######## design 1 ########
design_1/power_grid.png
Bar = 50 µm. Pins as bars on the die edge.
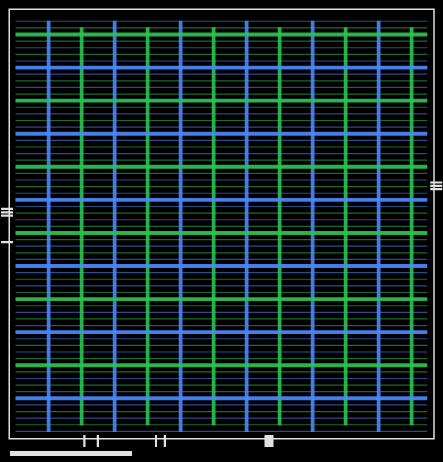

--- config.mk ---
export PLATFORM = sky130hd
export DESIGN_NAME = multi_breath_led
export DESIGN_NICKNAME = d
export VERILOG_FILES = /design/src/rtl/multi_breath_led.sv
export SDC_FILE = /design/constraint.sdc
export NUM_CORES = 1
export LEC_CHECK = 0
export CAP_MARGIN = 20
export CORE_AREA = 2 2 172 174
export CTS_CLUSTER_SIZE = 24
export DETAILED_ROUTE_END_ITERATION = 6
export DIE_AREA = 0 0 174 176
export PLACE_DENSITY = 0.5
export SYNTH_ARGS = -nofsm -noshare
export SYNTH_HDL_FRONTEND = slang
export SYNTH_SLANG_ARGS = --single-unit
export TNS_END_PERCENT = 100
--- constraint.sdc ---
create_clock -name sys_clk -period 3.4 [get_ports sys_clk]
set_input_delay 0.68 -clock sys_clk [delete_from_list [all_inputs] [get_ports sys_clk]]
set_output_delay 0.68 -clock sys_clk [all_outputs]
set_load 0.005 [all_outputs]
--- src/rtl/multi_breath_led.sv ---
// Multi-channel PWM LED driver: per-channel off / on / breath / blink sharing one PWM period counter.
// Define BREATH_PHASE_STAGGER_EN to spread the breath start duty of each channel across the ramp.
module multi_breath_led #(
  parameter int CH_NUM     = 4,
  parameter int CNT_W      = 16,
  parameter int PERIOD     = 50_000,
  parameter int STEP       = 25,
  parameter int BLINK_DIV  = 500,
  parameter bit ACTIVE_LOW = 1'b1
) (
  input  logic                  sys_clk,
  input  logic                  sys_rst_n,
  input  logic [2*CH_NUM-1:0]   mode,
  output logic [CH_NUM-1:0]     led,
  output logic                  period_tick
);

  typedef enum logic [1:0] {
    MODE_OFF    = 2'b00,
    MODE_ON     = 2'b01,
    MODE_BREATH = 2'b10,
    MODE_BLINK  = 2'b11
  } mode_e;

`ifdef BREATH_PHASE_STAGGER_EN
  localparam bit STAGGER_EN = 1'b1;
`else
  localparam bit STAGGER_EN = 1'b0;
`endif

  localparam int BLINK_W = (BLINK_DIV > 1) ? $clog2(BLINK_DIV) : 1;

  // Breath start duty, used both at reset and on entry into breath mode.
  function automatic logic [CNT_W-1:0] start_value(input int ch);
    if (STAGGER_EN) return CNT_W'(((PERIOD / STEP) * ch / CH_NUM) * STEP);
    else            return '0;
  endfunction

  logic [CNT_W-1:0]   period_cnt;
  logic               period_end;
  logic [BLINK_W-1:0] blink_cnt;
  logic               blink_phase;
  logic [CNT_W-1:0]   duty [CH_NUM];
  logic [CH_NUM-1:0]  dir;
  logic [2*CH_NUM-1:0] mode_q;
  logic [CH_NUM-1:0]  lit;

  assign period_end = (period_cnt == CNT_W'(PERIOD - 1));

  // NOTE: sequential state uses non-blocking assignments so every flop samples pre-edge values.
  always_ff @(posedge sys_clk or negedge sys_rst_n) begin
    if (!sys_rst_n) begin
      period_cnt  <= '0;
      blink_cnt   <= '0;
      blink_phase <= 1'b0;
      period_tick <= 1'b0;
    end else begin
      period_tick <= period_end;
      if (period_end) begin
        period_cnt <= '0;
        if (blink_cnt == BLINK_W'(BLINK_DIV - 1)) begin
          blink_cnt   <= '0;
          blink_phase <= ~blink_phase;
        end else begin
          blink_cnt <= blink_cnt + BLINK_W'(1);
        end
      end else begin
        period_cnt <= period_cnt + CNT_W'(1);
      end
    end
  end

  // NOTE: duty is a small register array, not a memory, so resetting every entry is intended.
  always_ff @(posedge sys_clk or negedge sys_rst_n) begin
    if (!sys_rst_n) begin
      mode_q <= '0;
      dir    <= '0;
      for (int i = 0; i < CH_NUM; i++) duty[i] <= start_value(i);
    end else begin
      mode_q <= mode;
      for (int i = 0; i < CH_NUM; i++) begin
        if (mode_e'(mode[2*i +: 2]) == MODE_BREATH) begin
          // Entry restart wins over a coincident end-of-period step.
          if (mode_e'(mode_q[2*i +: 2]) != MODE_BREATH) begin
            duty[i] <= start_value(i);
            dir[i]  <= 1'b0;
          end else if (period_end) begin
            if (!dir[i]) begin
              if (duty[i] == CNT_W'(PERIOD)) dir[i]  <= 1'b1;
              else                           duty[i] <= duty[i] + CNT_W'(STEP);
            end else begin
              if (duty[i] == '0) dir[i]  <= 1'b0;
              else               duty[i] <= duty[i] - CNT_W'(STEP);
            end
          end
        end
      end
    end
  end

  // NOTE: lit gets a default before the loop so no latch is inferred.
  always_comb begin
    lit = '0;
    for (int i = 0; i < CH_NUM; i++) begin
      case (mode_e'(mode[2*i +: 2]))
        MODE_OFF:    lit[i] = 1'b0;
        MODE_ON:     lit[i] = 1'b1;
        MODE_BREATH: lit[i] = (period_cnt < duty[i]);
        MODE_BLINK:  lit[i] = blink_phase;
        default:     lit[i] = 1'b0;
      endcase
    end
  end

  always_ff @(posedge sys_clk or negedge sys_rst_n) begin
    if (!sys_rst_n) led <= {CH_NUM{ACTIVE_LOW}};
    else            led <= lit ^ {CH_NUM{ACTIVE_LOW}};
  end

endmodule

######## design 2 ########
## config.mk

```make
export PLATFORM = sky130hd
export DESIGN_NAME = mem_stage_lsu_flat
export DESIGN_NICKNAME = d
export VERILOG_FILES = /design/src/rtl/lsu_pkg.sv /design/src/rtl/mem_stage_lsu_if.sv /design/src/rtl/lsu_align.sv /design/src/rtl/mem_stage_lsu.sv /design/src/flat_wrapper.sv
export SDC_FILE = /design/constraint.sdc
export NUM_CORES = 1
export LEC_CHECK = 0
export CAP_MARGIN = 20
export CORE_MARGIN = 4
export CORE_UTILIZATION = 30
export DETAILED_ROUTE_END_ITERATION = 8
export REMOVE_ABC_BUFFERS = 1
export SLEW_MARGIN = 20
export SYNTH_ARGS = -nofsm -noshare
export SYNTH_HDL_FRONTEND = slang
export SYNTH_HIERARCHICAL = 1
export SYNTH_SLANG_ARGS = --single-unit
```

## constraint.sdc

```tcl
create_clock -name clk -period 3.8 [get_ports clk]
set_input_delay 0.76 -clock clk [delete_from_list [all_inputs] [get_ports clk]]
set_output_delay 0.76 -clock clk [all_outputs]
set_load 0.1 [all_outputs]
```

## src/rtl/lsu_pkg.sv

```systemverilog
// Shared definitions for the MEM-stage load/store unit.
// Combinational helpers only; no latency.
// No flow control of its own.
package lsu_pkg;

  // funct3 encodings for the supported access sizes
  localparam logic [2:0] F3_B  = 3'b000;
  localparam logic [2:0] F3_H  = 3'b001;
  localparam logic [2:0] F3_W  = 3'b010;
  localparam logic [2:0] F3_BU = 3'b100;
  localparam logic [2:0] F3_HU = 3'b101;

  typedef enum logic [1:0] {IDLE, BUSY, DONE} lsu_state_t;

  // True for the five funct3 codes the unit knows how to perform
  function automatic logic f3_legal(input logic [2:0] f3);
    case (f3)
      F3_B, F3_H, F3_W, F3_BU, F3_HU: f3_legal = 1'b1;
      default:                        f3_legal = 1'b0;
    endcase
  endfunction

endpackage

```

## src/rtl/mem_stage_lsu_if.sv

```systemverilog
// Data-memory request/acknowledge port of the load/store unit.
// Wires only; no latency.
// Request is held by the master until the slave raises mem_ack.
interface mem_stage_lsu_if #(parameter int DATA_W = 32);
  logic              mem_req;
  logic              mem_we;
  logic [DATA_W-1:0] mem_addr;
  logic [3:0]        mem_be;
  logic [DATA_W-1:0] mem_wdata;
  logic              mem_ack;
  logic [DATA_W-1:0] mem_rdata;

  modport master (
    output mem_req, mem_we, mem_addr, mem_be, mem_wdata,
    input  mem_ack, mem_rdata
  );

  modport slave (
    input  mem_req, mem_we, mem_addr, mem_be, mem_wdata,
    output mem_ack, mem_rdata
  );
endinterface

```

## src/rtl/lsu_align.sv

```systemverilog
// Byte-lane steering: store byte enables/replication, load extraction/extension, alignment check.
// Purely combinational, zero latency.
// No flow control; outputs follow inputs.
module lsu_align
  import lsu_pkg::*;
(
  input  logic [2:0]  funct3,
  input  logic [1:0]  off,
  input  logic [31:0] wdata,
  input  logic [31:0] rdata,
  output logic [3:0]  be,
  output logic [31:0] wdata_rep,
  output logic [31:0] load_ext,
  output logic        misaligned
);

  logic [15:0] lane;

  // Select lanes by size; illegal funct3 leaves everything benign (the top rejects it)
  always_comb begin
    lane       = 16'(rdata >> {off, 3'b000});
    be         = 4'b0000;
    wdata_rep  = wdata;
    load_ext   = rdata;
    misaligned = 1'b0;
    case (funct3)
      F3_B, F3_BU: begin
        be        = 4'b0001 << off;
        wdata_rep = {4{wdata[7:0]}};
        load_ext  = (funct3 == F3_B) ? {{24{lane[7]}}, lane[7:0]} : {24'b0, lane[7:0]};
      end
      F3_H, F3_HU: begin
        be         = 4'b0011 << off;
        wdata_rep  = {2{wdata[15:0]}};
        load_ext   = (funct3 == F3_H) ? {{16{lane[15]}}, lane} : {16'b0, lane};
        misaligned = off[0];
      end
      F3_W: begin
        be         = 4'b1111;
        wdata_rep  = wdata;
        load_ext   = rdata;
        misaligned = (off != 2'b00);
      end
      default: ;
    endcase
  end

endmodule

```

## src/rtl/mem_stage_lsu.sv

```systemverilog
// MEM-stage load/store unit: single-outstanding memory access with watchdog fault.
// Access in cycle 0 -> mem_req from cycle 1; ack in cycle k -> result and stall release in cycle k+1.
// Stalls the pipeline while in flight; memory backpressures by withholding mem_ack (up to TIMEOUT cycles).
module mem_stage_lsu
  import lsu_pkg::*;
#(
  parameter int DATA_W  = 32,   // lane logic is 4 bytes wide, so only 32 works
  parameter int TIMEOUT = 16
) (
  input  logic              clk,
  input  logic              rst,
  input  logic              mRead,
  input  logic              mWrite,
  input  logic [2:0]        funct3,
  input  logic [DATA_W-1:0] addr,
  input  logic [DATA_W-1:0] wdata,
  mem_stage_lsu_if.master   mem,
  output logic              stall_o,
  output logic [DATA_W-1:0] load_data_o,
  output logic              fault_o
);

  localparam int CNT_W = (TIMEOUT > 1) ? $clog2(TIMEOUT) : 1;

  lsu_state_t        state;
  logic [CNT_W-1:0]  wd_cnt;
  logic [3:0]        be;
  logic [DATA_W-1:0] wdata_rep;
  logic [DATA_W-1:0] load_ext;
  logic              misaligned;
  logic              access;
  logic              legal;
  logic              start;
  logic              bad;

  lsu_align u_align (
    .funct3    (funct3),
    .off       (addr[1:0]),
    .wdata     (wdata),
    .rdata     (mem.mem_rdata),
    .be        (be),
    .wdata_rep (wdata_rep),
    .load_ext  (load_ext),
    .misaligned(misaligned)
  );

  // Decode the instruction sitting in MEM
  always_comb begin
    access = mRead ^ mWrite;
    legal  = f3_legal(funct3);
    start  = access & legal & ~misaligned;
    bad    = (mRead & mWrite) | (access & (~legal | misaligned));
  end

  // Stall from the first cycle of a good access until DONE; never during reset
  always_comb begin
    stall_o = ~rst & (((state == IDLE) & start) | (state == BUSY));
  end

  // Access FSM with registered memory port, result, fault pulse and watchdog
  always_ff @(posedge clk or posedge rst) begin
    if (rst) begin
      state         <= IDLE;
      wd_cnt        <= '0;
      mem.mem_req   <= 1'b0;
      mem.mem_we    <= 1'b0;
      mem.mem_addr  <= '0;
      mem.mem_be    <= 4'b0000;
      mem.mem_wdata <= '0;
      load_data_o   <= '0;
      fault_o       <= 1'b0;
    end else begin
      fault_o <= 1'b0;
      case (state)
        IDLE: begin
          if (start) begin
            mem.mem_req   <= 1'b1;
            mem.mem_we    <= mWrite;
            mem.mem_addr  <= {addr[DATA_W-1:2], 2'b00};
            mem.mem_be    <= be;
            mem.mem_wdata <= wdata_rep;
            wd_cnt        <= '0;
            state         <= BUSY;
          end else if (bad) begin
            fault_o <= 1'b1;
          end
        end
        BUSY: begin
          if (mem.mem_ack) begin
            mem.mem_req <= 1'b0;
            if (!mem.mem_we) load_data_o <= load_ext;
            state <= DONE;
          end else if (wd_cnt == CNT_W'(TIMEOUT - 1)) begin
            mem.mem_req <= 1'b0;
            fault_o     <= 1'b1;
            load_data_o <= '0;
            state       <= DONE;
          end else begin
            wd_cnt <= wd_cnt + 1'b1;
          end
        end
        // The finished instruction is still on the inputs here; do not re-issue it
        DONE:    state <= IDLE;
        default: state <= IDLE;
      endcase
    end
  end

endmodule
```

## src/flat_wrapper.sv

```systemverilog
// flat-port wrapper written by rule: the top's interface ports become plain ports
module mem_stage_lsu_flat import lsu_pkg::*;
#(
  parameter int DATA_W  = 32,                                                  
  parameter int TIMEOUT = 16
)
  (clk, rst, mRead, mWrite, funct3, addr, wdata, stall_o, load_data_o, fault_o, mem_mem_req, mem_mem_we, mem_mem_addr, mem_mem_be, mem_mem_wdata, mem_mem_ack, mem_mem_rdata);
  mem_stage_lsu_if #(.DATA_W(DATA_W)) mem_i ();
  input  logic clk;
  input  logic rst;
  input  logic mRead;
  input  logic mWrite;
  input  logic [2:0] funct3;
  input  logic [DATA_W-1:0] addr;
  input  logic [DATA_W-1:0] wdata;
  output logic stall_o;
  output logic [DATA_W-1:0] load_data_o;
  output logic fault_o;
  output wire logic [$bits(mem_i.mem_req)-1:0] mem_mem_req;
  output wire logic [$bits(mem_i.mem_we)-1:0] mem_mem_we;
  output wire logic [$bits(mem_i.mem_addr)-1:0] mem_mem_addr;
  output wire logic [$bits(mem_i.mem_be)-1:0] mem_mem_be;
  output wire logic [$bits(mem_i.mem_wdata)-1:0] mem_mem_wdata;
  input wire logic [$bits(mem_i.mem_ack)-1:0] mem_mem_ack;
  input wire logic [$bits(mem_i.mem_rdata)-1:0] mem_mem_rdata;
  assign mem_mem_req = mem_i.mem_req;
  assign mem_mem_we = mem_i.mem_we;
  assign mem_mem_addr = mem_i.mem_addr;
  assign mem_mem_be = mem_i.mem_be;
  assign mem_mem_wdata = mem_i.mem_wdata;
  assign mem_i.mem_ack = mem_mem_ack;
  assign mem_i.mem_rdata = mem_mem_rdata;
  mem_stage_lsu #(.DATA_W(DATA_W), .TIMEOUT(TIMEOUT)) u_core (.clk(clk), .rst(rst), .mRead(mRead), .mWrite(mWrite), .funct3(funct3), .addr(addr), .wdata(wdata), .mem(mem_i), .stall_o(stall_o), .load_data_o(load_data_o), .fault_o(fault_o));
endmodule
```

######## design 3 ########
==> config.mk <==
export PLATFORM = sky130hd
export DESIGN_NAME = bin2bcd_seq
export DESIGN_NICKNAME = d
export VERILOG_FILES = /design/src/rtl/bcd_pkg.sv /design/src/rtl/bcd_digit_adj.sv /design/src/rtl/bin2bcd_seq.sv
export SDC_FILE = /design/constraint.sdc
export NUM_CORES = 1
export LEC_CHECK = 0
export CAP_MARGIN = 5
export CORE_MARGIN = 4
export CORE_UTILIZATION = 53
export CTS_CLUSTER_SIZE = 14
export DETAILED_ROUTE_END_ITERATION = 10
export PLACE_DENSITY = 0.85
export SETUP_SLACK_MARGIN = 0.02
export SLEW_MARGIN = 0
export SYNTH_ARGS = -nofsm -noshare
export SYNTH_HDL_FRONTEND = slang
export SYNTH_SLANG_ARGS = --single-unit
==> constraint.sdc <==
create_clock -name clk -period 1.9 [get_ports clk]
set_input_delay 0.475 -clock clk [delete_from_list [all_inputs] [get_ports clk]]
set_output_delay 0.475 -clock clk [all_outputs]
set_load 0.01 [all_outputs]
==> src/rtl/bcd_pkg.sv <==
// -----------------------------------------------------------------------------
// bcd_pkg
// Shared definitions for the sequential binary-to-BCD converter:
//   BCD_BLANK / BCD_NINE : special digit codes (segment-decoder blank, saturate)
//   state_t              : converter FSM state encoding
//   clog2                : elaboration-time helper for the shift counter width
// -----------------------------------------------------------------------------
package bcd_pkg;

  localparam logic [3:0] BCD_BLANK = 4'hF;
  localparam logic [3:0] BCD_NINE  = 4'h9;

  typedef enum logic {
    IDLE  = 1'b0,
    SHIFT = 1'b1
  } state_t;

  // Bits needed to hold values 0..value-1, never less than 1.
  function automatic int clog2(input int value);
    int bits;
    bits = 0;
    for (int i = 0; i < 31; i++) begin
      if ((1 << i) < value) bits = i + 1;
    end
    if (bits < 1) bits = 1;
    return bits;
  endfunction

endpackage

==> src/rtl/bcd_digit_adj.sv <==
// -----------------------------------------------------------------------------
// bcd_digit_adj
// Double-dabble digit correction: adds 3 to a BCD digit that is >= 5 so the
// following left shift carries correctly into the next decade.
// Ports:
//   digit    in  [3:0]  scratch BCD digit before the shift
//   adjusted out [3:0]  digit + 3 when digit >= 5, otherwise digit
// -----------------------------------------------------------------------------
module bcd_digit_adj (
  input  logic [3:0] digit,
  output logic [3:0] adjusted
);

  assign adjusted = (digit >= 4'd5) ? digit + 4'd3 : digit;

endmodule

==> src/rtl/bin2bcd_seq.sv <==
// -----------------------------------------------------------------------------
// bin2bcd_seq
// Sequential binary-to-BCD converter (shift-and-add-3). A start pulse in IDLE
// captures bin_in; WIDTH shift cycles later the packed BCD result appears on
// bcd_out with a one-cycle done pulse. Values above 10^DIGITS-1 saturate to
// all nines and raise ovf. bcd_out/ovf hold until the next done or reset.
//
// Parameters:
//   WIDTH  binary input width (1..32)
//   DIGITS number of BCD output digits (1..10)
// Ports:
//   clk     in   system clock, rising edge
//   rst     in   synchronous active-high reset
//   start   in   conversion request, honoured only while busy=0
//   bin_in  in   [WIDTH-1:0]    unsigned value, sampled on the accepted start
//   busy    out  conversion in progress
//   done    out  one-cycle pulse, bcd_out/ovf updated in this cycle
//   bcd_out out  [4*DIGITS-1:0] packed BCD, digit 0 (units) in [3:0]
//   ovf     out  value did not fit in DIGITS digits (held with bcd_out)
//
// Build option:
//   BIN2BCD_LZB_EN  leading zero digits above digit 0 are output as BCD_BLANK
// -----------------------------------------------------------------------------
module bin2bcd_seq
  import bcd_pkg::*;
#(
  parameter int WIDTH  = 6,
  parameter int DIGITS = 2
) (
  input  logic                  clk,
  input  logic                  rst,
  input  logic                  start,
  input  logic [WIDTH-1:0]      bin_in,
  output logic                  busy,
  output logic                  done,
  output logic [4*DIGITS-1:0]   bcd_out,
  output logic                  ovf
);

  localparam int BCD_W = 4 * DIGITS;
  localparam int CNT_W = clog2(WIDTH + 1);

  state_t             state_q, state_d;
  logic [CNT_W-1:0]   cnt_q, cnt_d;
  logic [WIDTH-1:0]   shift_q, shift_d;
  logic [BCD_W-1:0]   scratch_q, scratch_d;
  logic               sticky_q, sticky_d;
  logic               done_q, done_d;
  logic [BCD_W-1:0]   bcd_q, bcd_d;
  logic               ovf_q, ovf_d;

  logic [BCD_W-1:0]   adj;
  logic [BCD_W-1:0]   scratch_next;
  logic [BCD_W-1:0]   result_bcd;
  logic               carry;

  for (genvar g = 0; g < DIGITS; g++) begin : g_adj
    bcd_digit_adj u_adj (
      .digit    (scratch_q[4*g +: 4]),
      .adjusted (adj[4*g +: 4])
    );
  end

  // The bit leaving the top digit is a decade the output cannot represent.
  assign carry        = adj[BCD_W-1];
  assign scratch_next = {adj[BCD_W-2:0], shift_q[WIDTH-1]};

`ifdef BIN2BCD_LZB_EN
  logic lz_leading;

  // Walk down from the top digit, blanking zeros until the first non-zero
  // digit; digit 0 always shows so a zero value reads as a single 0.
  always_comb begin
    result_bcd = scratch_next;
    lz_leading = 1'b1;
    for (int i = DIGITS - 1; i >= 1; i--) begin
      if (lz_leading && (scratch_next[4*i +: 4] == 4'h0)) begin
        result_bcd[4*i +: 4] = BCD_BLANK;
      end else begin
        lz_leading = 1'b0;
      end
    end
  end
`else
  assign result_bcd = scratch_next;
`endif

  // NOTE: every signal written here gets a default first, so no path leaves
  // a value unassigned and no latch is inferred.
  always_comb begin
    state_d   = state_q;
    cnt_d     = cnt_q;
    shift_d   = shift_q;
    scratch_d = scratch_q;
    sticky_d  = sticky_q;
    done_d    = 1'b0;
    bcd_d     = bcd_q;
    ovf_d     = ovf_q;

    case (state_q)
      IDLE: begin
        if (start) begin
          shift_d   = bin_in;
          scratch_d = '0;
          sticky_d  = 1'b0;
          cnt_d     = CNT_W'(WIDTH);
          state_d   = SHIFT;
        end
      end

      SHIFT: begin
        shift_d   = shift_q << 1;
        scratch_d = scratch_next;
        sticky_d  = sticky_q | carry;
        cnt_d     = cnt_q - CNT_W'(1);
        // Last shift: the freshly shifted scratch value is the result.
        if (cnt_q == CNT_W'(1)) begin
          state_d = IDLE;
          done_d  = 1'b1;
          if (sticky_q | carry) begin
            bcd_d = {DIGITS{BCD_NINE}};
            ovf_d = 1'b1;
          end else begin
            bcd_d = result_bcd;
            ovf_d = 1'b0;
          end
        end
      end

      default: state_d = IDLE;
    endcase
  end

  // NOTE: state registers use non-blocking assignments so every flop samples
  // the pre-edge values regardless of statement order.
  always_ff @(posedge clk) begin
    if (rst) begin
      state_q   <= IDLE;
      cnt_q     <= '0;
      shift_q   <= '0;
      scratch_q <= '0;
      sticky_q  <= 1'b0;
      done_q    <= 1'b0;
      bcd_q     <= '0;
      ovf_q     <= 1'b0;
    end else begin
      state_q   <= state_d;
      cnt_q     <= cnt_d;
      shift_q   <= shift_d;
      scratch_q <= scratch_d;
      sticky_q  <= sticky_d;
      done_q    <= done_d;
      bcd_q     <= bcd_d;
      ovf_q     <= ovf_d;
    end
  end

  assign busy    = (state_q == SHIFT);
  assign done    = done_q;
  assign bcd_out = bcd_q;
  assign ovf     = ovf_q;

endmodule
design_3/cell_density.png
Bar = 20 µm. 12 x 12 tiles, from black (low) to pale yellow (high), 0 to 100% covered.
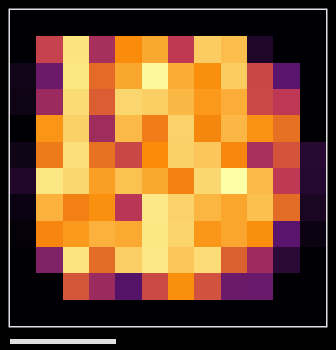
- fullest tile: 100%
- nearly empty tiles: 26%
- densest ninth of the die: middle
- tiles over 75% full: 38%
- emptiest ninth of the die: bottom right
- mean over tiles: 48%

==> CHANGELOG.md, design 3 <==
## Flow update

* Number of warning messages in the logs at 29
* Fp_density at 56.1%
* Drc violations at 0
* Post-Syn Area at 0.00142 mm²
* Status: finished, final reports clean
* Via density per instance at 5.71
* Synthesized-area fraction occupied by adder cells at 5.31%
* WHS Endpoint: bcd_out[6]$_SDFFE_PP0P_
* Flop count at 29
* Port bufs at 19
* Area fraction in and, or, nand and nor cells at 22.1%
* Xor and xnor fraction of the mapped netlist area at 0%
* Final net count at 208
* Count of plain and timing-repair buffers in the layout at 28
* Largest cell class: combinational gates
* Clock buffer depth at 2
* Minimum period implied by the final worst setup slack at 1.81 ns
* CTS root buffer: sky130_fd_sc_hd__clkbuf_4
* Top cells by area, synth: sky130_fd_sc_hd__dfxtp_1 41%, sky130_fd_sc_hd__nor2_1 6.1%, sky130_fd_sc_hd__a21oi_1 5.3%
* Yosys Instances at 168
* CTS Hold Buffers Added at 0
* Smallest setup slack after layout at 0.0882 ns
* Busiest layer in global routing: met2
* Multi-input gate area at 761 µm²
* Top_reg_cell synth: sky130_fd_sc_hd__dfxtp_1
* Buffer share of cell area at 14.7%
* Min-delay src: bcd_out[6]$_SDFFE_PP0P_
* Number of max-cap violations at 0
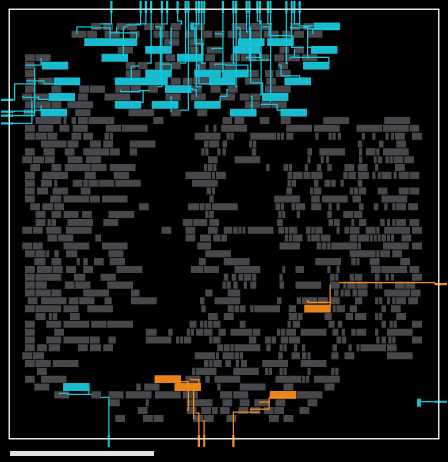
design_2/io_fan.png
Bar = 50 µm.
- cyan: mem_mem_addr (bits 32; direction output; edge 26 top, 4 left, 1 right, 1 bottom; end cells 32; wire 956 µm)
- orange: mem_mem_be (bits 4; direction output; edge 3 bottom, 1 right; end cells 4; wire 139 µm)
port bufs: 205
number of placed I/O pins: 208

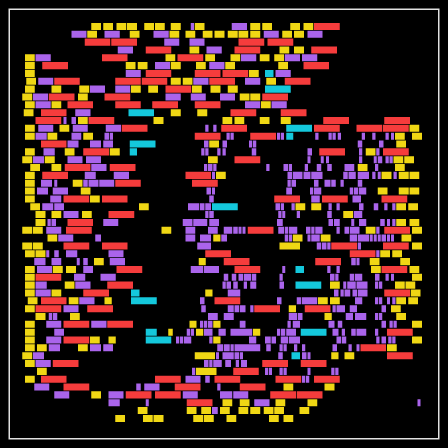
design_2/placement_by_type.png
- red: flops (cells 107)
- cyan: clock drivers and dummy loads (cells 16)
- purple: combinational and other logic (cells 393)
- yellow: other buffers and delay cells (cells 220)
core occupancy in the finished layout: 43.1%
Final Cell Area: 0.00840 mm²
core area: 0.0195 mm²
sequential portion of the cell area: 31.9%

==> CHANGELOG.md, design 2 <==
## Flow update

* Period Utilization, post-route at 89.6%
* Status: finished, final reports clean
* Aoi/oai-family share of the synthesized area at 7.39%
* Depth of the worst hold-timing path at 2
* Count of routing violations after the opening detailed-route iteration at 233
* H-Tree Level Count at 3
* Number of gates on the worst path with buffers counted at 10
* Die Outline Area at 0.0221 mm²
* Part of the Yosys area used for sequential elements at 45.2%
* Count of instances resized after the clock tree is built at 0
* Launch instance of the worst register-to-register path: u_core/state[0]$_DFFE_PP0P_
* Top cells by area, synth: sky130_fd_sc_hd__dfrtp_1 45%, sky130_fd_sc_hd__mux2_4 16%, sky130_fd_sc_hd__nand2_1 8.1%
* GR met1 Demand/Resource at 20.4%
* Flop count at 107
* Reg2Reg Depth at 3
* Diode insertion count for antenna repair at 0
* Count of plain and timing-repair buffers in the layout at 220
* Die Y at 149 µm
* Post-Syn Area at 0.00592 mm²
* Top_reg_cell synth: sky130_fd_sc_hd__dfrtp_1
* Synthesized-area fraction occupied by adder cells at 0.423%
* Vias after detailed routing at 4,617
* Met3 Routed Length at 1540 µm
* Critical path buffers and inverters at 2
* Async set or reset register ratio after synthesis at 100%
* R2R Setup Slk at 1.83 ns
* Final HPWL from detailed placement at 11,600 µm
* Fraction of area in multi-input gates at 34.3%
* Mean instance size in the synthesized netlist at 10.7 µm²
* Top logic cell family in the synthesized netlist: multiplexers
* Post-route non-filler standard cell count at 1,001
* Routed wire length per instance at 16.8 µm
* ANT nets after route at 0
* Fp_density at 30.4%
* Number of max-cap violations at 0
* Summed negative setup slack over all endpoints at 0 ns
* Layout cells sized above 1 at 18.2%
* Pin count of the biggest net entering global routing at 73
* Tap cell count at 265
* Multiplexer share of the synthesized area at 24.7%
* Min-delay src: u_core/load_data_o[28]$_DFFE_PP0P_
* Share of the synthesized area in the top cell type at 45.2%
* Area of placed instances at 0.00811 mm²
* WHS Endpoint: u_core/load_data_o[28]$_DFFE_PP0P_
* Capturing element of the worst setup path: stall_o
* Layout inverter count without the clock tree at 6
* Slowest cell on the critical path: sky130_fd_sc_hd__clkdlybuf4s50_1
* Final net count at 837
* CTS tree: yes
* Startpoint types: input pin
* Fraction of met3 tracks used by global routing at 5.21%
* Multi-input gate area at 0.00288 mm²
* Yosys Instances at 551
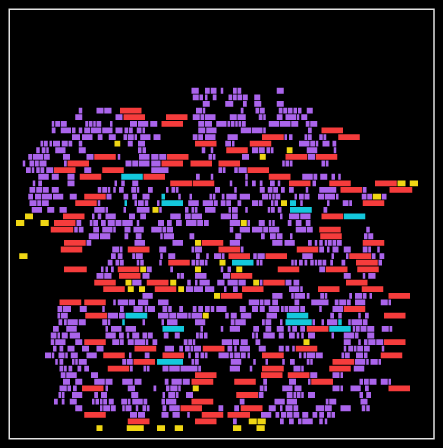
design_1/placement_by_type.png
- yellow: other buffers and delay cells (cells 36)
- purple: combinational and other logic (cells 832)
- red: flops (cells 107)
- cyan: clock drivers and dummy loads (cells 16)

Notes on design_1/power_grid.png above:
- blue: VSS
- green: VDD
- met5 straps: 12
- signal pins: 15
- rows: 62
- met1 rails: 63
- met4 straps: 12

==> CHANGELOG.md, design 1 <==
## Flow update

* Top logic cell family in the synthesized netlist: AND-OR/OR-AND gates
* Count of routing violations after the opening detailed-route iteration at 393
* Drc violations at 0
* Layout inverter count without the clock tree at 78
* Clock-pin slew of the registers on the worst-case setup and hold paths at 0.08 ns
* Count of filler cells inserted in the layout at 3,061
* ANT nets after route at 0
* Diode insertion count for antenna repair at 0
* Highest clock rate at 0.352 GHz
* Critical path data arrival time at 3.09 ns
* Fp_density at 29.7%
* Number of clock sinks at 107
* Largest cell class: combinational gates
* Most frequent logic cells in the routed design: 118 x sky130_fd_sc_hd__ha_1, 103 x sky130_fd_sc_hd__dfrtp_1, 92 x sky130_fd_sc_hd__nand2_1
* Xor and xnor fraction of the mapped netlist area at 6.91%
* Minimum period implied by the final worst setup slack at 2.84 ns
* GR met1 Demand/Resource at 20.6%
* Unique cell type count in the Yosys netlist at 64
* Buffer share of cell area at 3.31%
* Final Cell Area at 0.00953 mm²
* GR met2 Demand/Resource at 23.9%
* Layout cells sized above 1 at 6.36%
* Die outline width at 174 µm
* Yosys warnings at 0
* WP data required at 3.65 ns
* Site Rows at 62
* Vias after detailed routing at 6,955
* Capturing element of the worst setup path: duty[45]$_DFFE_PN0P_
* Unrepaired setup endpoints after global routing: false
* Post-route non-filler standard cell count at 1,375
* Final setup skew at 0.00791 ns
* Die Y at 176 µm
* Post-Syn Area at 0.00849 mm²
* Max layer used: met4
* Status: finished, final reports clean
* Sequential portion of the cell area at 28.1%
* Most frequent cell on the critical path: sky130_fd_sc_hd__o21ai_0
* Commonest Layout Cell: sky130_fd_sc_hd__ha_1
* Chip area estimate from yosys synthesis at 0.00849 mm²
* Total nets after synthesis at 1,084
* Total area of sequential cells at 0.00268 mm²
* Length of routed met2 wiring at 9800 µm
* Top cells by area, synth: sky130_fd_sc_hd__dfrtp_1 30%, sky130_fd_sc_hd__ha_1 17%, sky130_fd_sc_hd__a21oi_1 4.2%
* Post-synth top area cell: sky130_fd_sc_hd__dfrtp_1
* Tap cell count at 384
* R2R Setup Slk at 0.56 ns
* Yosys Instances at 952


==> notes/layouts.md <==
Pictures saved along the way, in no particular order.

Congestion heat map.
Plate I
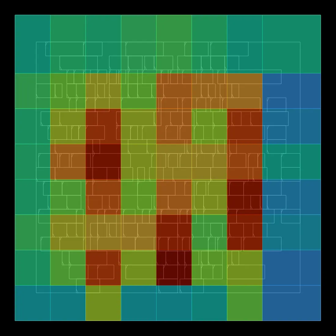
Plate II
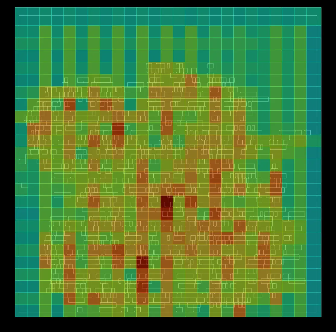
Plate III
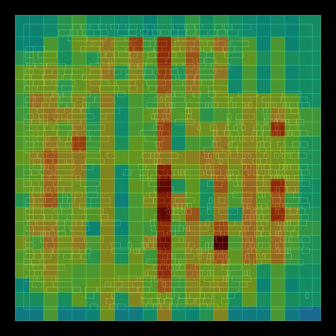
The one with the highest utilization is Plate I.
The one with the highest track usage is Plate I.
Plate III: design 2
Plate II: design 1
Plate I: design 3

